# ---- block 1 ----
==> block_1/registers.png <==
Scale: 10 px per um. Other sequential cells in the stronger gray, the rest of the logic in the fainter gray.
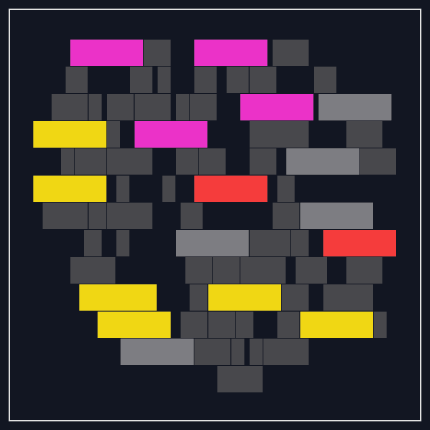

==> config.mk <==
export PLATFORM = sky130hd
export DESIGN_NAME = pmt_pulse_conditioner
export DESIGN_NICKNAME = d
export VERILOG_FILES = /design/src/rtl/pmt_pulse_conditioner.sv
export SDC_FILE = /design/constraint.sdc
export NUM_CORES = 1
export LEC_CHECK = 0
export CORE_MARGIN = 2
export CORE_UTILIZATION = 48
export DETAILED_ROUTE_END_ITERATION = 8
export GPL_ROUTABILITY_DRIVEN = 0
export HOLD_SLACK_MARGIN = 0.05
export PLACE_DENSITY = 0.71
export SLEW_MARGIN = 10
export SYNTH_ARGS = -nofsm -noshare
export SYNTH_HDL_FRONTEND = slang
export SYNTH_SLANG_ARGS = --single-unit
==> constraint.sdc <==
create_clock -name clk -period 1.6 [get_ports clk]
set_clock_uncertainty 0.15 [all_clocks]
set_input_delay 0.16 -clock clk [delete_from_list [all_inputs] [get_ports clk]]
set_output_delay 0.16 -clock clk [all_outputs]
set_load 0.01 [all_outputs]
==> src/rtl/pmt_pulse_conditioner.sv <==
// PMT front end: synchronises two async discriminator inputs, applies per-channel dead-time
// and resolves coincidences into single-cycle up/down/coinc strobes. Optional PMT_DROP_CNT_EN adds drop_cnt.
module pmt_pulse_conditioner #(
    parameter int SYNC_STAGES = 2,
    parameter int DEADTIME    = 4
) (
    input  logic       clk,
    input  logic       reset,
    input  logic       pmt_up_in,
    input  logic       pmt_down_in,
    input  logic       count_en,
    output logic       up,
    output logic       down,
`ifdef PMT_DROP_CNT_EN
    output logic [7:0] drop_cnt,
`endif
    output logic       coinc
);

    localparam int CNT_W = (DEADTIME > 0) ? $clog2(DEADTIME + 1) : 1;
    localparam bit HOLD_EN = (DEADTIME > 0);
    localparam logic [CNT_W-1:0] HOLD_INIT = HOLD_EN ? CNT_W'(DEADTIME - 1) : '0;

    typedef enum logic {IDLE = 1'b0, HOLD = 1'b1} state_t;

    // Channel index 0 = up, 1 = down throughout.
    logic [1:0]             pmt_in;
    logic [SYNC_STAGES-1:0] sync_q [2];
    logic [1:0]             prev_q;
    logic [1:0]             edge_det;
    state_t                 state_q [2];
    state_t                 state_d [2];
    logic [CNT_W-1:0]       cnt_q [2];
    logic [CNT_W-1:0]       cnt_d [2];
    logic [1:0]             accept;
    logic [1:0]             drop;
    logic                   up_q, down_q, coinc_q;

    assign pmt_in = {pmt_down_in, pmt_up_in};

    always_ff @(posedge clk) begin
        if (reset) begin
            for (int ch = 0; ch < 2; ch++) begin
                sync_q[ch]  <= '0;
                state_q[ch] <= IDLE;
                cnt_q[ch]   <= '0;
            end
            prev_q <= '0;
        end else begin
            for (int ch = 0; ch < 2; ch++) begin
                sync_q[ch]  <= {sync_q[ch][SYNC_STAGES-2:0], pmt_in[ch]};
                prev_q[ch]  <= sync_q[ch][SYNC_STAGES-1];
                state_q[ch] <= state_d[ch];
                cnt_q[ch]   <= cnt_d[ch];
            end
        end
    end

    always_comb begin
        for (int ch = 0; ch < 2; ch++) begin
            edge_det[ch] = sync_q[ch][SYNC_STAGES-1] & ~prev_q[ch];
        end
    end

    always_comb begin
        for (int ch = 0; ch < 2; ch++) begin
            state_d[ch] = state_q[ch];
            cnt_d[ch]   = cnt_q[ch];
            case (state_q[ch])
                IDLE: begin
                    if (edge_det[ch] && count_en && HOLD_EN) begin
                        state_d[ch] = HOLD;
                        cnt_d[ch]   = HOLD_INIT;
                    end
                end
                HOLD: begin
                    if (cnt_q[ch] == '0) begin
                        state_d[ch] = IDLE;
                    end else begin
                        cnt_d[ch] = cnt_q[ch] - CNT_W'(1);
                    end
                end
                default: state_d[ch] = IDLE;
            endcase
        end
    end

    always_comb begin
        for (int ch = 0; ch < 2; ch++) begin
            accept[ch] = (state_q[ch] == IDLE) && edge_det[ch] && count_en;
            drop[ch]   = (state_q[ch] == HOLD) && edge_det[ch];
        end
    end

    // Strobes are registered one cycle after acceptance; simultaneous acceptance becomes coinc only.
    always_ff @(posedge clk) begin
        if (reset) begin
            up_q    <= 1'b0;
            down_q  <= 1'b0;
            coinc_q <= 1'b0;
        end else begin
            up_q    <= accept[0] & ~accept[1];
            down_q  <= accept[1] & ~accept[0];
            coinc_q <= accept[0] & accept[1];
        end
    end

    assign up    = up_q;
    assign down  = down_q;
    assign coinc = coinc_q;

`ifdef PMT_DROP_CNT_EN
    logic [7:0] drop_cnt_q, drop_cnt_d;
    logic [8:0] drop_sum;

    always_comb begin
        drop_sum   = {1'b0, drop_cnt_q} + {8'd0, drop[0]} + {8'd0, drop[1]};
        drop_cnt_d = drop_sum[8] ? 8'hFF : drop_sum[7:0];
    end

    always_ff @(posedge clk) begin
        if (reset) begin
            drop_cnt_q <= '0;
        end else begin
            drop_cnt_q <= drop_cnt_d;
        end
    end

    assign drop_cnt = drop_cnt_q;
`else
    logic unused_drop;
    assign unused_drop = ^drop;
`endif

endmodule
# ---- block 2 ----
`src/rtl/mips_multicycle_ctrl.sv`:
```
// Main control FSM for the multicycle MIPS core.
// Steps each instruction through fetch, decode, execute, memory and
// writeback, and drives every datapath enable and mux select. ALUOp goes
// to the ALU decoder, which combines it with Opcode/Funct.
module mips_multicycle_ctrl #(
  parameter bit JUMP_EN = 1'b1
) (
  input  logic       clk,
  input  logic       reset_n,
  input  logic [5:0] Opcode,
  input  logic       Zero,
  output logic       IorD,
  output logic       MemWrite,
  output logic       IRWrite,
  output logic       RegDst,
  output logic       MemtoReg,
  output logic       RegWrite,
  output logic       ALUSrcA,
  output logic [1:0] ALUSrcB,
  output logic       ZeroExt,
  output logic [1:0] ALUOp,
  output logic [1:0] PCSrc,
  output logic       PCEn,
  output logic       IllegalOp,
  output logic [3:0] State
);

  typedef enum logic [3:0] {
    FETCH   = 4'd0,
    DECODE  = 4'd1,
    MEMADR  = 4'd2,
    MEMRD   = 4'd3,
    MEMWB   = 4'd4,
    MEMWR   = 4'd5,
    RTYPEEX = 4'd6,
    RTYPEWB = 4'd7,
    BEQEX   = 4'd8,
    ITYPEEX = 4'd9,
    ITYPEWB = 4'd10,
    JEX     = 4'd11
  } state_e;

  localparam logic [5:0] OP_RTYPE = 6'b000000;
  localparam logic [5:0] OP_J     = 6'b000010;
  localparam logic [5:0] OP_BEQ   = 6'b000100;
  localparam logic [5:0] OP_ADDI  = 6'b001000;
  localparam logic [5:0] OP_SLTI  = 6'b001010;
  localparam logic [5:0] OP_ORI   = 6'b001101;
  localparam logic [5:0] OP_XORI  = 6'b001110;
  localparam logic [5:0] OP_LW    = 6'b100011;
  localparam logic [5:0] OP_SW    = 6'b101011;

  state_e state_q, state_d;

  // Raw (pre-reset-gating) versions of the enables that must stay low in reset
  logic memWriteRaw, irWriteRaw, regWriteRaw, illegalRaw;
  logic pcWrite, branch;

  // State register; reset puts the machine back at FETCH immediately
  always_ff @(posedge clk or negedge reset_n) begin
    if (!reset_n) begin
      state_q <= FETCH;
    end else begin
      state_q <= state_d;
    end
  end

  // Next-state logic; DECODE also flags unsupported opcodes
  always_comb begin
    state_d    = FETCH;
    illegalRaw = 1'b0;
    case (state_q)
      FETCH:   state_d = DECODE;
      DECODE: begin
        case (Opcode)
          OP_LW, OP_SW:                      state_d = MEMADR;
          OP_RTYPE:                          state_d = RTYPEEX;
          OP_BEQ:                            state_d = BEQEX;
          OP_ADDI, OP_ORI, OP_XORI, OP_SLTI: state_d = ITYPEEX;
          OP_J: begin
            if (JUMP_EN) begin
              state_d = JEX;
            end else begin
              illegalRaw = 1'b1;
            end
          end
          default: illegalRaw = 1'b1;
        endcase
      end
      MEMADR:  state_d = (Opcode == OP_LW) ? MEMRD : MEMWR;
      MEMRD:   state_d = MEMWB;
      RTYPEEX: state_d = RTYPEWB;
      ITYPEEX: state_d = ITYPEWB;
      default: state_d = FETCH;
    endcase
  end

  // Per-state datapath controls; unused encodings fall back to FETCH muxes
  always_comb begin
    IorD        = 1'b0;
    memWriteRaw = 1'b0;
    irWriteRaw  = 1'b0;
    RegDst      = 1'b0;
    MemtoReg    = 1'b0;
    regWriteRaw = 1'b0;
    ALUSrcA     = 1'b0;
    ALUSrcB     = 2'b00;
    ZeroExt     = 1'b0;
    ALUOp       = 2'b00;
    PCSrc       = 2'b00;
    pcWrite     = 1'b0;
    branch      = 1'b0;
    case (state_q)
      FETCH: begin
        ALUSrcB    = 2'b01;
        irWriteRaw = 1'b1;
        pcWrite    = 1'b1;
      end
      DECODE: begin
        ALUSrcB = 2'b11;
      end
      MEMADR: begin
        ALUSrcA = 1'b1;
        ALUSrcB = 2'b10;
      end
      MEMRD: begin
        IorD = 1'b1;
      end
      MEMWB: begin
        MemtoReg    = 1'b1;
        regWriteRaw = 1'b1;
      end
      MEMWR: begin
        IorD        = 1'b1;
        memWriteRaw = 1'b1;
      end
      RTYPEEX: begin
        ALUSrcA = 1'b1;
        ALUOp   = 2'b10;
      end
      RTYPEWB: begin
        RegDst      = 1'b1;
        regWriteRaw = 1'b1;
      end
      BEQEX: begin
        ALUSrcA = 1'b1;
        ALUOp   = 2'b01;
        PCSrc   = 2'b01;
        branch  = 1'b1;
      end
      ITYPEEX: begin
        ALUSrcA = 1'b1;
        ALUSrcB = 2'b10;
        ALUOp   = 2'b11;
        ZeroExt = (Opcode == OP_ORI) || (Opcode == OP_XORI);
      end
      ITYPEWB: begin
        regWriteRaw = 1'b1;
      end
      JEX: begin
        PCSrc   = 2'b10;
        pcWrite = 1'b1;
      end
      default: begin
        ALUSrcB = 2'b01;
      end
    endcase
  end

  // Enables are held low while reset is asserted so no write sneaks through
  assign MemWrite  = memWriteRaw & reset_n;
  assign IRWrite   = irWriteRaw & reset_n;
  assign RegWrite  = regWriteRaw & reset_n;
  assign IllegalOp = illegalRaw & reset_n;
  assign PCEn      = (pcWrite | (branch & Zero)) & reset_n;
  assign State     = state_q;

endmodule

```
`config.mk`:
```
export PLATFORM = sky130hd
export DESIGN_NAME = mips_multicycle_ctrl
export DESIGN_NICKNAME = d
export VERILOG_FILES = /design/src/rtl/mips_multicycle_ctrl.sv
export SDC_FILE = /design/constraint.sdc
export NUM_CORES = 1
export LEC_CHECK = 0
export CAP_MARGIN = 15
export CELL_PAD_IN_SITES_DETAIL_PLACEMENT = 1
export CELL_PAD_IN_SITES_GLOBAL_PLACEMENT = 1
export CORE_UTILIZATION = 28
export DETAILED_ROUTE_END_ITERATION = 12
export PLACE_DENSITY = 0.92
export SYNTH_ARGS = -nofsm -noshare
export SYNTH_HDL_FRONTEND = slang
export SYNTH_SLANG_ARGS = --single-unit
```
`constraint.sdc`:
```
create_clock -name clk -period 3.2 [get_ports clk]
set_input_delay 0.96 -clock clk [delete_from_list [all_inputs] [get_ports clk]]
set_output_delay 0.96 -clock clk [all_outputs]
set_load 0.005 [all_outputs]
```
# ---- block 3 ----
$ cat config.mk
export PLATFORM = sky130hd
export DESIGN_NAME = mem_wb_stage_flat
export DESIGN_NICKNAME = d
export VERILOG_FILES = /design/src/rtl/mem_wb_stage_pkg.sv /design/src/rtl/mem_wb_stage_if.sv /design/src/rtl/mem_wb_reg.sv /design/src/rtl/mem_wb_stage.sv /design/src/flat_wrapper.sv
export SDC_FILE = /design/constraint.sdc
export NUM_CORES = 1
export LEC_CHECK = 0
export CAP_MARGIN = 20
export CORE_AREA = 5 5 234 236
export CTS_CLUSTER_DIAMETER = 100
export CTS_CLUSTER_SIZE = 24
export DETAILED_ROUTE_END_ITERATION = 12
export DIE_AREA = 0 0 239 241
export PLACE_DENSITY_LB_ADDON = 0.2
export REMOVE_ABC_BUFFERS = 1
export SETUP_SLACK_MARGIN = 0.1
export SYNTH_ARGS = -nofsm -noshare
export SYNTH_HDL_FRONTEND = slang
export SYNTH_SLANG_ARGS = --single-unit
$ cat constraint.sdc
create_clock -name clk -period 5.24 [get_ports clk]
set_input_delay 0.524 -clock clk [delete_from_list [all_inputs] [get_ports clk]]
set_output_delay 0.524 -clock clk [all_outputs]
set_load 0.05 [all_outputs]
$ cat src/rtl/mem_wb_stage_pkg.sv
// mem_wb_stage_pkg: shared pipeline widths, WB bit positions and MEM-stage FSM states.
package mem_wb_stage_pkg;
  localparam int XLEN = 64;
  localparam int REGW = 5;
  localparam int WBW = 2;
  localparam int REGWRITE = 1;
  localparam int MEMTOREG = 0;
  typedef enum logic {IDLE, WAIT} state_t;
endpackage

$ cat src/rtl/mem_wb_stage_if.sv
// mem_wb_stage_if: doubleword data-memory request/ready bus.
interface mem_wb_stage_if;
  import mem_wb_stage_pkg::*;
  logic req;
  logic we;
  logic [XLEN-1:0] addr;
  logic [XLEN-1:0] wdata;
  logic ready;
  logic [XLEN-1:0] rdata;
  modport master(output req, we, addr, wdata, input ready, rdata);
  modport slave(input req, we, addr, wdata, output ready, rdata);
endinterface

$ cat src/rtl/mem_wb_reg.sv
// mem_wb_reg: MEM/WB pipeline register; any cycle without load inserts a bubble (WB cleared, data held).
module mem_wb_reg
  import mem_wb_stage_pkg::*;
(
  input  logic            clk,
  input  logic            reset,
  input  logic            load,
  input  logic            load_rd,
  input  logic [WBW-1:0]  wb,
  input  logic [XLEN-1:0] alu,
  input  logic [XLEN-1:0] rdata,
  input  logic [REGW-1:0] rd,
  output logic [WBW-1:0]  wb_out,
  output logic [XLEN-1:0] alu_out,
  output logic [XLEN-1:0] rdata_out,
  output logic [REGW-1:0] rd_out
);
  always_ff @(posedge clk or negedge reset)
    if (!reset) begin
      wb_out <= '0;
      alu_out <= '0;
      rdata_out <= '0;
      rd_out <= '0;
    end else begin
      wb_out <= load ? wb : '0;
      if (load) begin
        alu_out <= alu;
        rd_out <= rd;
      end
      if (load_rd) rdata_out <= rdata;
    end
endmodule

$ cat src/rtl/mem_wb_stage.sv
// mem_wb_stage: branch resolve, stalling data-memory access with timeout, and MEM/WB register.
module mem_wb_stage
  import mem_wb_stage_pkg::*;
#(
  parameter int TIMEOUT = 16
) (
  input  logic            clk,
  input  logic            reset,
  input  logic [WBW-1:0]  WB,
  input  logic            Branch,
  input  logic            MemWrite,
  input  logic            MemRead,
  input  logic [XLEN-1:0] Adder_Result,
  input  logic            ALU_Zero,
  input  logic [XLEN-1:0] ALU_Result,
  input  logic [XLEN-1:0] Forward_B_Mux_Result,
  input  logic [REGW-1:0] ID_EX_Rd,
  mem_wb_stage_if.master  dmem,
  output logic            PCSrc,
  output logic [XLEN-1:0] Branch_Target,
  output logic            Stall,
  output logic            Mem_Error,
  output logic [WBW-1:0]  WB_Out,
  output logic [XLEN-1:0] Read_Data_Out,
  output logic [XLEN-1:0] ALU_Result_Out,
  output logic [REGW-1:0] Rd_Out
);
  localparam int CW = $clog2(TIMEOUT + 1);
  state_t state, state_nx;
  logic [CW-1:0] cnt, cnt_nx;
  logic mem_op, misaligned, done, abort, load, load_rd, err_nx;
  assign PCSrc = Branch & ALU_Zero;
  assign Branch_Target = Adder_Result;
  assign mem_op = MemRead | MemWrite;
  assign misaligned = mem_op & |ALU_Result[2:0];
  assign dmem.we = MemWrite;
  assign dmem.addr = ALU_Result;
  assign dmem.wdata = Forward_B_Mux_Result;
  // reset gates req so a held EX/MEM mem op cannot re-raise it while reset is asserted
  always_comb begin
    dmem.req = reset & ((state == WAIT) | (mem_op & ~misaligned));
    done = dmem.req & dmem.ready;
    abort = (state == WAIT) & ~dmem.ready & (cnt == CW'(TIMEOUT));
    Stall = dmem.req & ~dmem.ready & ~abort;
    state_nx = Stall ? WAIT : IDLE;
    cnt_nx = Stall ? cnt + 1'b1 : '0;
    load = ((state == IDLE) & ~mem_op) | done;
    load_rd = done & ~MemWrite;
    err_nx = ((state == IDLE) & misaligned) | abort;
  end
  always_ff @(posedge clk or negedge reset)
    if (!reset) begin
      state <= IDLE;
      cnt <= '0;
      Mem_Error <= 1'b0;
    end else begin
      state <= state_nx;
      cnt <= cnt_nx;
      Mem_Error <= err_nx;
    end
  mem_wb_reg u_reg (
    .clk(clk), .reset(reset), .load(load), .load_rd(load_rd),
    .wb(WB), .alu(ALU_Result), .rdata(dmem.rdata), .rd(ID_EX_Rd),
    .wb_out(WB_Out), .alu_out(ALU_Result_Out), .rdata_out(Read_Data_Out), .rd_out(Rd_Out)
  );
endmodule

$ cat src/flat_wrapper.sv
// flat-port wrapper written by rule: the top's interface ports become plain ports
module mem_wb_stage_flat import mem_wb_stage_pkg::*;
#(
  parameter int TIMEOUT = 16
)
  (clk, reset, WB, Branch, MemWrite, MemRead, Adder_Result, ALU_Zero, ALU_Result, Forward_B_Mux_Result, ID_EX_Rd, PCSrc, Branch_Target, Stall, Mem_Error, WB_Out, Read_Data_Out, ALU_Result_Out, Rd_Out, dmem_req, dmem_we, dmem_addr, dmem_wdata, dmem_ready, dmem_rdata);
  mem_wb_stage_if dmem_i ();
  input  logic clk;
  input  logic reset;
  input  logic [WBW-1:0] WB;
  input  logic Branch;
  input  logic MemWrite;
  input  logic MemRead;
  input  logic [XLEN-1:0] Adder_Result;
  input  logic ALU_Zero;
  input  logic [XLEN-1:0] ALU_Result;
  input  logic [XLEN-1:0] Forward_B_Mux_Result;
  input  logic [REGW-1:0] ID_EX_Rd;
  output logic PCSrc;
  output logic [XLEN-1:0] Branch_Target;
  output logic Stall;
  output logic Mem_Error;
  output logic [WBW-1:0] WB_Out;
  output logic [XLEN-1:0] Read_Data_Out;
  output logic [XLEN-1:0] ALU_Result_Out;
  output logic [REGW-1:0] Rd_Out;
  output wire logic [$bits(dmem_i.req)-1:0] dmem_req;
  output wire logic [$bits(dmem_i.we)-1:0] dmem_we;
  output wire logic [$bits(dmem_i.addr)-1:0] dmem_addr;
  output wire logic [$bits(dmem_i.wdata)-1:0] dmem_wdata;
  input wire logic [$bits(dmem_i.ready)-1:0] dmem_ready;
  input wire logic [$bits(dmem_i.rdata)-1:0] dmem_rdata;
  assign dmem_req = dmem_i.req;
  assign dmem_we = dmem_i.we;
  assign dmem_addr = dmem_i.addr;
  assign dmem_wdata = dmem_i.wdata;
  assign dmem_i.ready = dmem_ready;
  assign dmem_i.rdata = dmem_rdata;
  mem_wb_stage #(.TIMEOUT(TIMEOUT)) u_core (.clk(clk), .reset(reset), .WB(WB), .Branch(Branch), .MemWrite(MemWrite), .MemRead(MemRead), .Adder_Result(Adder_Result), .ALU_Zero(ALU_Zero), .ALU_Result(ALU_Result), .Forward_B_Mux_Result(Forward_B_Mux_Result), .ID_EX_Rd(ID_EX_Rd), .dmem(dmem_i), .PCSrc(PCSrc), .Branch_Target(Branch_Target), .Stall(Stall), .Mem_Error(Mem_Error), .WB_Out(WB_Out), .Read_Data_Out(Read_Data_Out), .ALU_Result_Out(ALU_Result_Out), .Rd_Out(Rd_Out));
endmodule
# ---- block 4 ----
**config.mk**
```make
export PLATFORM = sky130hd
export DESIGN_NAME = addrc_controller
export DESIGN_NICKNAME = d
export VERILOG_FILES = /design/src/rtl/addrc_pkg.sv /design/src/rtl/addrc_round_counter.sv /design/src/rtl/addrc_controller.sv
export SDC_FILE = /design/constraint.sdc
export NUM_CORES = 1
export LEC_CHECK = 0
export ABC_AREA = 1
export CAP_MARGIN = 20
export CORE_AREA = 2 2 39 41
export CTS_BUF_LIST = sky130_fd_sc_hd__clkbuf_4 sky130_fd_sc_hd__clkbuf_8
export CTS_CLUSTER_DIAMETER = 40
export DETAILED_ROUTE_END_ITERATION = 8
export DIE_AREA = 0 0 41 43
export MAX_ROUTING_LAYER = met4
export PLACE_DENSITY = 0.69
export SLEW_MARGIN = 20
export SYNTH_ARGS = -nofsm -noshare
export SYNTH_HDL_FRONTEND = slang
export SYNTH_HIERARCHICAL = 1
export SYNTH_SLANG_ARGS = --single-unit
export TNS_END_PERCENT = 1
```
**constraint.sdc**
```tcl
create_clock -name clk -period 1.4 [get_ports clk]
set_input_delay 0.28 -clock clk [delete_from_list [all_inputs] [get_ports clk]]
set_output_delay 0.28 -clock clk [all_outputs]
set_load 0.1 [all_outputs]
```
**src/rtl/addrc_pkg.sv**
```systemverilog
// Shared constants for the addRC (iota) sequencing controller.
// Holds round-count parameters and the controller state encodings.
package addrc_pkg;
  localparam int NUM_ROUNDS = 24;
  localparam int ROUND_W    = 5;
  localparam int SLICES     = 64;

  localparam logic [2:0] S_IDLE = 3'd0;
  localparam logic [2:0] S_CLR  = 3'd1;
  localparam logic [2:0] S_LOAD = 3'd2;
  localparam logic [2:0] S_XOR  = 3'd3;
  localparam logic [2:0] S_DONE = 3'd4;
endpackage

```
**src/rtl/addrc_round_counter.sv**
```systemverilog
// Wrapping modulo-N round index with synchronous clear (priority) and increment.
module addrc_round_counter
  import addrc_pkg::*;
#(
  parameter int N = NUM_ROUNDS,
  parameter int W = ROUND_W
) (
  input  logic         clk,
  input  logic         rst,
  input  logic         i_clr,
  input  logic         i_inc,
  output logic [W-1:0] o_value,
  output logic         o_term
);
  logic [W-1:0] r_value;

  always_ff @(posedge clk or negedge rst) begin
    if (!rst)       r_value <= '0;
    else if (i_clr) r_value <= '0;
    else if (i_inc) r_value <= o_term ? '0 : r_value + 1'b1;
  end

  assign o_value = r_value;
  assign o_term  = (r_value == W'(N - 1));
endmodule

```
**src/rtl/addrc_controller.sv**
```systemverilog
// Sequencing FSM for the addRC datapath: one CLR, 64 LOAD/XOR pairs, DONE per round.
// Strobes are Moore-decoded; last_round also looks at the round index.
module addrc_controller #(
  parameter int NUM_ROUNDS = addrc_pkg::NUM_ROUNDS,
  parameter int ROUND_W    = addrc_pkg::ROUND_W
) (
  input  logic               clk,
  input  logic               rst,
  input  logic               start,
  input  logic               round_clr,
  input  logic               abort,
  input  logic               cnt_co_64,
  output logic               ready,
  output logic               busy,
  output logic               cnt_rst_64,
  output logic               inreg_en,
  output logic               xor_en,
  output logic               cnt_en_64,
  output logic [ROUND_W-1:0] cnt24_value,
  output logic               done,
  output logic               last_round
);
  import addrc_pkg::S_IDLE;
  import addrc_pkg::S_CLR;
  import addrc_pkg::S_LOAD;
  import addrc_pkg::S_XOR;
  import addrc_pkg::S_DONE;

  logic [2:0] r_state;
  logic [2:0] w_next;
  logic       w_round_clr;
  logic       w_round_inc;
  logic       w_round_term;

  always_ff @(posedge clk or negedge rst) begin
    if (!rst) r_state <= S_IDLE;
    else      r_state <= w_next;
  end

  // abort wins over every other transition once a sweep is underway
  always_comb begin
    w_next = S_IDLE;
    case (r_state)
      S_IDLE:  w_next = start ? S_CLR : S_IDLE;
      S_CLR:   w_next = abort ? S_IDLE : S_LOAD;
      S_LOAD:  w_next = abort ? S_IDLE : S_XOR;
      S_XOR: begin
        if (abort)          w_next = S_IDLE;
        else if (cnt_co_64) w_next = S_DONE;
        else                w_next = S_LOAD;
      end
      S_DONE:  w_next = S_IDLE;
      default: w_next = S_IDLE;
    endcase
  end

  // an abort landing on DONE still suppresses the round advance
  assign w_round_clr = (r_state == S_IDLE) && round_clr;
  assign w_round_inc = (r_state == S_DONE) && !abort;

  addrc_round_counter #(
    .N (NUM_ROUNDS),
    .W (ROUND_W)
  ) u_round (
    .clk     (clk),
    .rst     (rst),
    .i_clr   (w_round_clr),
    .i_inc   (w_round_inc),
    .o_value (cnt24_value),
    .o_term  (w_round_term)
  );

  assign ready      = (r_state == S_IDLE);
  assign busy       = (r_state != S_IDLE);
  assign cnt_rst_64 = (r_state == S_CLR);
  assign inreg_en   = (r_state == S_LOAD);
  assign xor_en     = (r_state == S_XOR);
  assign cnt_en_64  = (r_state == S_XOR);
  assign done       = (r_state == S_DONE);
  assign last_round = (r_state == S_DONE) && w_round_term;
endmodule

```
==> block_2/clock_map.png <==
Scale: 6 px per um.
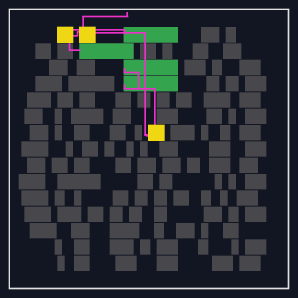
[yellow] cells driving clock nets | count: 3
[green] flip-flops | count: 4
[magenta] clock wires | length: 75.3 um
routed clock nets: 4
flops lie: top center

==> results.sh, block 2 <==
# source this file to load flow results
export IMPL_fill_cells=226
export IMPL_max_freq_mhz=324
export IMPL_seq_cell_share_pct=9.74
export IMPL_grt_pass1_vias=697
export IMPL_route_met3_wl_um=84
export IMPL_seqCellArea_um2=100
export IMPL_cp_common_cell="dlygate4sd2_1"
export IMPL_warnings=27
export IMPL_r2r_end="State[3]$_DFF_PN0_"
export IMPL_viasPerCell=5.11
export IMPL_syn_inst=71
export IMPL_gp_congestion=0.756
export IMPL_die_x_um=46.3
export IMPL_crit_required_ns=2.24
export IMPL_swShare_pct=41.8
export IMPL_hpwl_um=1500
export IMPL_p_int_uw=330
export IMPL_hp_class="reg -> reg"
export IMPL_worst_path_buf_inv=3
export IMPL_powerSeq_uw=92.1
export IMPL_grt_max_degree=17
export IMPL_outcome="completed"
export IMPL_setup_slack_ns=0.118
export IMPL_postSynthSeqShare_pct=18.2
export IMPL_gr_usage_met3_pct=3.53
export IMPL_area_leaders="dfrtp_1 (18%), nor2_1 (6.2%), nor3_1 (5.5%), buf_6 (4.1%), nand2b_1 (3.4%)"
export IMPL_met2_usage_pct=41.7
export IMPL_cp_arrival_ns=2.12
export IMPL_largest_register_ffs=4
export IMPL_layout_top_cells="clkdlybuf4s50_1 (17), buf_4 (17), nor2_1 (9), dlygate4sd2_1 (6)"
export IMPL_combPwrFrac_pct=72.2
export IMPL_ys_cells=71
export IMPL_io_buffers=28
export IMPL_wl_met1_um=775
export IMPL_antenna_found_initial=0
export IMPL_critPathCaptureType="primary output"
export IMPL_startpoint="Opcode[1]"
export IMPL_p_clk_uw=65.3
export IMPL_crit_end="IllegalOp"
export IMPL_netlist_area_um2=549
export IMPL_p_seq_share_pct=16.3
export IMPL_dr_pass1_iters=4
-- block 2: kinds of logic after synthesis --
group | synth area share [%]
and+or+nand+nor | 46.9
AOI/OAI and AO/OA | 18.2
buffers and inverters | 7.97
DFF | 18.2
xor gates and xnor gates | 4.78
muxes | 1.82
adders and majority gates | 2.05
-- block 2: Yosys cell counts --
cell type  n
a211oi_1   1
a21o_1     1
a21oi_1    2
a31o_1     2
a31oi_1    2
buf_2      2
buf_6      2
dfrtp_1    4
inv_1      3
maj3_2     1
mux2i_1    1
nand2_1    4
nand2b_1   3
nand2b_2   1
nand2b_4   1
nand3_1    2
nand3b_1   2
nor2_1     9
nor2_4     1
nor2b_1    2
nor3_1     6
nor3b_1    1
nor4_1     3
nor4_2     1
nor4b_2    1
o21ai_0    2
o22ai_1    1
o22ai_2    1
o311ai_1   1
o31ai_1    1
or2_0      1
or2_4      2
or2b_4     1
xnor2_1    2
xor2_1     1
-- block 2: timing repair --
action                     in CTS  in global routing
setup buffers                   0                  4
gates resized                   8                  9
pin swaps                       1                  4
setup endpoints to repair       6                  2
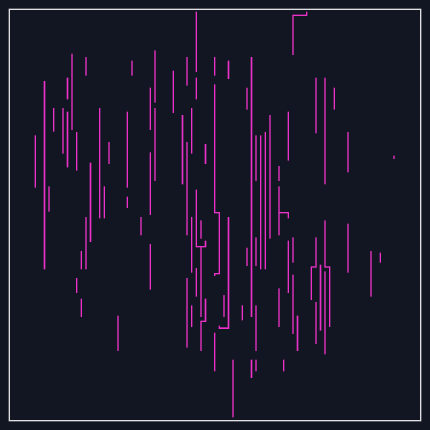
(block_1/met2.png)
Scale: 10 px per um.
longest straight run: 25.8 um
nets with wire on the layer: 68
wire length on this layer: 443 um
share of all routed wire: 45%
main direction: vertical
met2 usage: 20.3%
Vias: 432

==> block_1/density.png <==
Scale: 10 px per um. The die is cut into 8 by 8 equal tiles; black is low, pale yellow is high, 0 to 100% covered.
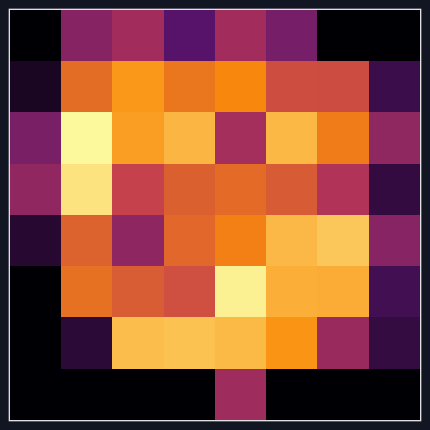
densest ninth of the die: center
fullest tile: 99%
mean over tiles: 46%
tiles over 75% full: 23%
nearly empty tiles: 19%
emptiest ninth of the die: lower left

About block_1/registers.png:
| color | name in the netlist | sequential cells |
|---|---|---|
| yellow | cnt_q | 6 |
| magenta | sync_q | 4 |
| red | state_q | 2 |
not colored: 5
flop share of the area: 43.3%
area occupied by registers: 342 um2
final core utilization: 61.3%
P_seq: 440 uW

==> results.sh, block 1 <==
# source this file to load flow results
export IMPL_largest_register="cnt_q"
export IMPL_p_seq_share_pct=61.3
export IMPL_placement_cell_area_um2=753
export IMPL_grtUsageTotal_pct=14.0
export IMPL_dr_pass1_iters=2
export IMPL_total_leakage_power_nw=0.282
export IMPL_swShare_pct=21.6
export IMPL_final_cell_area_um2=788
export IMPL_finalClockPeriodUsage_pct=95.1
export IMPL_reg2reg_from="cnt_q[0][3]$_SDFFE_PP0P_"
export IMPL_die_x_um=41.0
export IMPL_power_uw=719
export IMPL_setup_tns_ns=0
export IMPL_synth_cell_types=20
export IMPL_max_vdd_ir_drop_v=0.000433
export IMPL_combPwrFrac_pct=7.9
export IMPL_worst_path_buf_inv=1
export IMPL_final_cells=88
export IMPL_slew_violations=0
export IMPL_crit_required_ns=1.64
export IMPL_outcome="completed"
[block 1: per-stage QoR]
step	setup WS (ns)	hold slack [ns]	util, %
finish	0.0789	0.277	61.3
global route	0.00602	0.271	61.3
CTS	0.0715	0.268	60.7
detailed placement	0.0883	0.285	58.6
global placement	0.107	0.267	58.6
floorplan	0.160	0.138	-
[block 1: cells by family (layout without fill, tap and decap cells)]
kind of cell	after synthesis	in the layout	share of synthesized area, %
and+or+nand+nor	24	24	25.3
DFF	17	17	51.8
buffers and inverters	9	21	5.71
AOI/OAI and AO/OA	7	7	9.52
adders and majority gates	4	4	7.62
[block 1: placed cells by master (no fill, tap or decap), types with 2 or more instances in the layout]
cell	count
a211oi_1	2
a211oi_2	2
buf_4	4
clkbuf_4	3
clkdlybuf4s50_1	7
dfxtp_1	16
ha_1	4
inv_1	6
nor2_1	3
nor2b_1	7
nor3_1	5
nor3b_1	2
[block 1: final cells by class]
class / count / area (um2) / area share [%]
clock buffer: 4 / 26.3 / 3.33
inverter: 6 / 22.5 / 2.86
multi-input combinational: 35 / 279 / 35.4
sequential: 17 / 342 / 43.3
tap: 15 / 18.8 / 2.38
timing repair buffer: 11 / 100 / 12.7
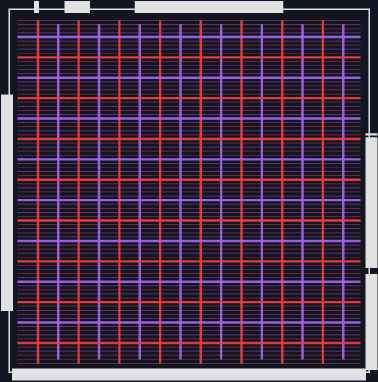
(block_3/pdn.png)
Scale: 1.5 px per um. Pins as bars on the die edge.
| color | net |
|---|---|
| purple | VDD |
| red | VSS |
met4 straps: 16
signal pins: 602
met1 rails: 85
Die Ht: 241 um
worst vdd ir: 0.000192 V
Chip Width: 239 um
core area: 52200 um2

==> results.sh, block 3 <==
# source this file to load flow results
export IMPL_ff_count=142
export IMPL_drive_above_1_share_pct=10.4
export IMPL_cts_buffers_inserted=17
export IMPL_cts_setup_buffers=0
export IMPL_rsz0062_at_grt="no"
export IMPL_synth_logic_top_family="buffers and inverters"
export IMPL_final_util_pct=19.7
export IMPL_outcome="completed"
export IMPL_holdWs_ns=0.481
export IMPL_worstSetupPathType="in -> out"
export IMPL_syn_inst=515
export IMPL_dp_cells=1346
export IMPL_crit_end="Stall"
export IMPL_flop_cell="dfrtp_1"
export IMPL_fill_cells=5672
export IMPL_gr_usage_met3_pct=13.5
export IMPL_grtUsageTotal_pct=11.1
export IMPL_critical_path_max_fanout=37
export IMPL_wl_met1_um=11500
export IMPL_largest_class="sequential cells"
export IMPL_total_leakage_power_nw=4.13
export IMPL_setup_viol=0
export IMPL_power_mw=4.23
export IMPL_comb_cells=162
export IMPL_buffers=351
export IMPL_clkPwrFrac_pct=30.5
export IMPL_startpoint="reset"
export IMPL_drt_iter0_drc=104
export IMPL_finalHoldViolations=0
export IMPL_powerSeq_mw=1.37
export IMPL_synthMuxAreaShare_pct=21.9
export IMPL_root_buffer="clkbuf_16"
export IMPL_drc=0
export IMPL_hp_class="reg -> reg"
export IMPL_clk_share_pct=5.81
export IMPL_critPathLaunchType="input pin"
export IMPL_warnings=26
export IMPL_netlist_area_um2=6840
export IMPL_antenna_found_initial=1
export IMPL_clk_pin_slew_ns=0.06
export IMPL_fin_crit_ns=3.58
export IMPL_diodes=0
export IMPL_top_usage_layer="met3"
export IMPL_ctsResizeCount=0
==> block 3: flip-flops by register name (all words and copies together), names as in the netlist <==
register	flops
u_core.u_reg.rd_out	5
u_core.u_reg.alu_out	64
u_core.state	1
u_core.u_reg.wb_out	2
u_core.Mem_Error	1
u_core.u_reg.rdata_out	64
u_core.cnt	5
==> block 3: stage by stage <==
step / cell area [um2] / worst slack [ns]
after global placement: 9660 / 1.79
after detailed placement: 9660 / 1.70
after floorplan: 5280 / 1.90
after CTS: 10300 / 1.55
after global routing: 10300 / 1.40
final: 10300 / 1.66
==> block 3: Yosys cell counts, types with 2 or more instances <==
master | number | area share (%)
and2_1 | 3 | 0.27
buf_2 | 6 | 0.44
buf_4 | 195 | 21
buf_6 | 6 | 0.99
dfrtp_1 | 142 | 52
ha_1 | 2 | 0.37
inv_1 | 4 | 0.22
mux2_1 | 98 | 16
mux2_2 | 35 | 5.8
nand3_1 | 2 | 0.15
nor2_1 | 3 | 0.16
nor3_1 | 6 | 0.44
xor2_1 | 2 | 0.26
==> block 3: worst max-delay path, stage by stage <==
cell and delay (ns):
dlygate4sd3_1 0.58, buf_6 0.23, o21a_1 0.15, a22oi_1 0.57, nor2_1 0.16, clkdlybuf4s50_1 0.80
==> block_4/final_clocks.png <==
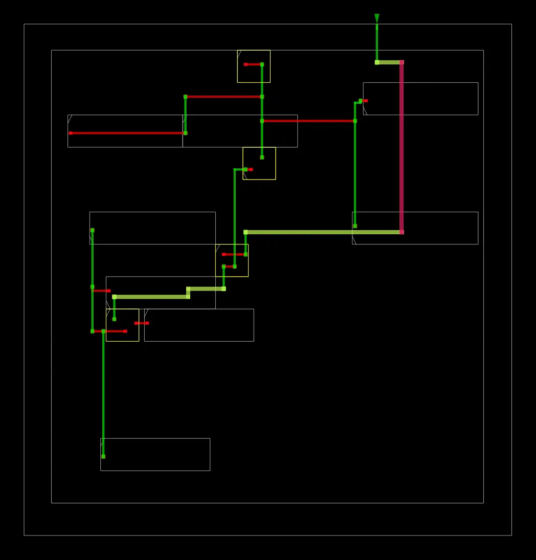
Clk. pwr: 210 uW
FF+latch count: 8
CTS buffer count: 3

==> results.sh, block 4 <==
# source this file to load flow results
export IMPL_finalHoldViolations=0
export IMPL_nClkBuffers=4
export IMPL_cts_setup_buffers=0
export IMPL_p_switching_mw=1.12
export IMPL_met2_usage_pct=25.0
export IMPL_core_um2=1380
export IMPL_setup_viol=8
export IMPL_slew_headroom_pct=72.8
export IMPL_wl_met1_um=512
export IMPL_setup_slack_ns=-0.214
export IMPL_powerComb_mw=1.53
export IMPL_drive_above_1_share_pct=49.0
export IMPL_synth_top_cells_by_count="nand2_1 (17), inv_1 (13), nor2_1 (9)"
export IMPL_worstSetupPathType="reg -> out"
export IMPL_clk_share_pct=3.08
export IMPL_clkPwrFrac_pct=10.3
export IMPL_placement_cell_area_um2=937
export IMPL_violations="setup timing"
export IMPL_outcome="complete, but fails checks"
export IMPL_fin_crit_ns=1.61
export IMPL_nets=106
export IMPL_wl_per_cell_um=10.8
export IMPL_regToRegSetupSlack_ns=0.08
export IMPL_yosysMostFrequentCell="nand2_1"
export IMPL_netlist_area_um2=488
export IMPL_synth_cell_types=15
export IMPL_fill_cells=110
export IMPL_grtUsageTotal_pct=17.4
export IMPL_comb_share_pct=29.8
export IMPL_gr_usage_met3_pct=5.24
export IMPL_ctsHoldBuffers=0
export IMPL_yosys_area_share_simple_pct=41.8
export IMPL_gr_total_overflow=0
export IMPL_wl_um=1230
export IMPL_finalClockPeriodUsage_pct=115
export IMPL_route_met3_wl_um=78
block 4: worst paths after layout:
kind | startpoint | to | depth (start not counted)
max | u_round/o_value[0]$_DFFE_PN0P_ | last_round | 6
min | rst | u_round/o_value[0]$_DFFE_PN0P_ | 1
max reg2reg | r_state[0]$_DFF_PN0_ | u_round/o_value[4]$_DFFE_PN0P_ | 6
min reg2reg | u_round/o_value[4]$_DFFE_PN0P_ | u_round/o_value[4]$_DFFE_PN0P_ | 2
max in group asynchronous | rst | u_round/o_value[1]$_DFFE_PN0P_ | 1
min in group clk | u_round/o_value[4]$_DFFE_PN0P_ | u_round/o_value[4]$_DFFE_PN0P_ | 2
block 4: worst max-delay path, stage by stage, from the launching register on:
cell	delay (ns)
dfrtp_4	0.43
ha_4	0.15
nand2_4	0.06
nor2_4	0.11
inv_2	0.05
nor2_4	0.09
buf_12	0.18
block 4: through the flow:
step	hold slack, ns	TNS, ns	power, mW
2_1_floorplan	-0.0156	-1.93	1.28
3_3_place_gp	0.551	-0.000124	1.79
3_5_place_dp	0.564	-0.0295	1.81
4_1_cts	0.324	-0.846	2.04
5_1_grt	0.329	-1.23	2.12
6_report	0.313	-0.784	2.04


==> layout pictures side by side <==
Met2 routing.
Plate I
Scale: 1.5 px per um.
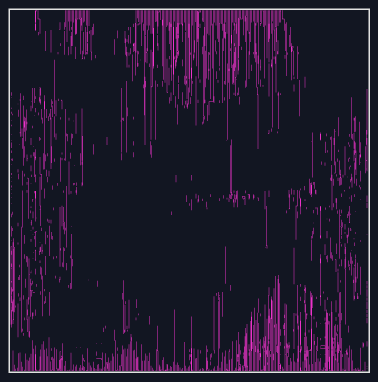
Plate II
Scale: 8 px per um.
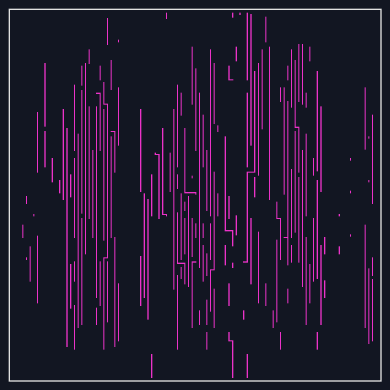
Plate III
Scale: 8 px per um.
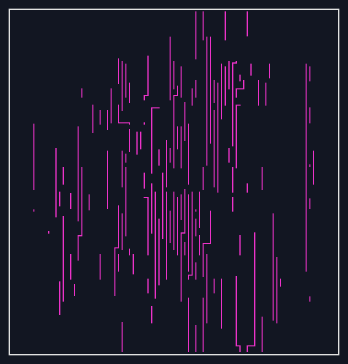
Block 2 is Plate II.
Block 3 is Plate I.
Block 4 is Plate III.
Of these, smallest die: Plate III


==> screenshots <==
Supply network.
shot_01.png
Scale: 8 px per um. Pins as bars on the die edge.
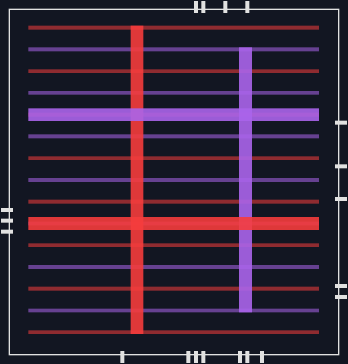
shot_02.png
Scale: 8 px per um. Pins as bars on the die edge.
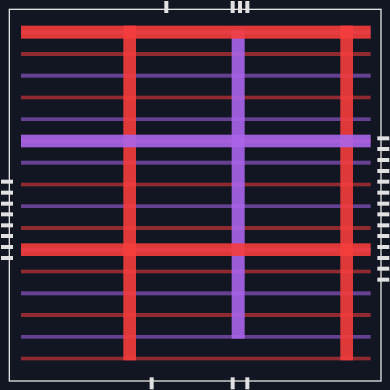
shot_03.png
Scale: 10 px per um. Pins as bars on the die edge.
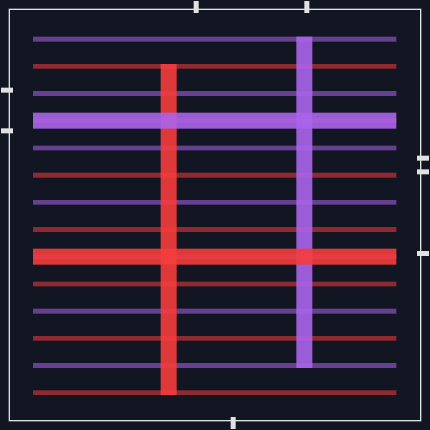
shot_03.png comes from block 1.
shot_01.png comes from block 4.
shot_02.png comes from block 2.
Of these, fewest pins: shot_03.png
Of these, most pins: shot_02.png

Key to shot_02.png:
| color | net |
|---|---|
| red | VSS |
| purple | VDD |
rows: 15
met4 straps: 3

No activity file was given, so power comes from the tool's default toggle rates.
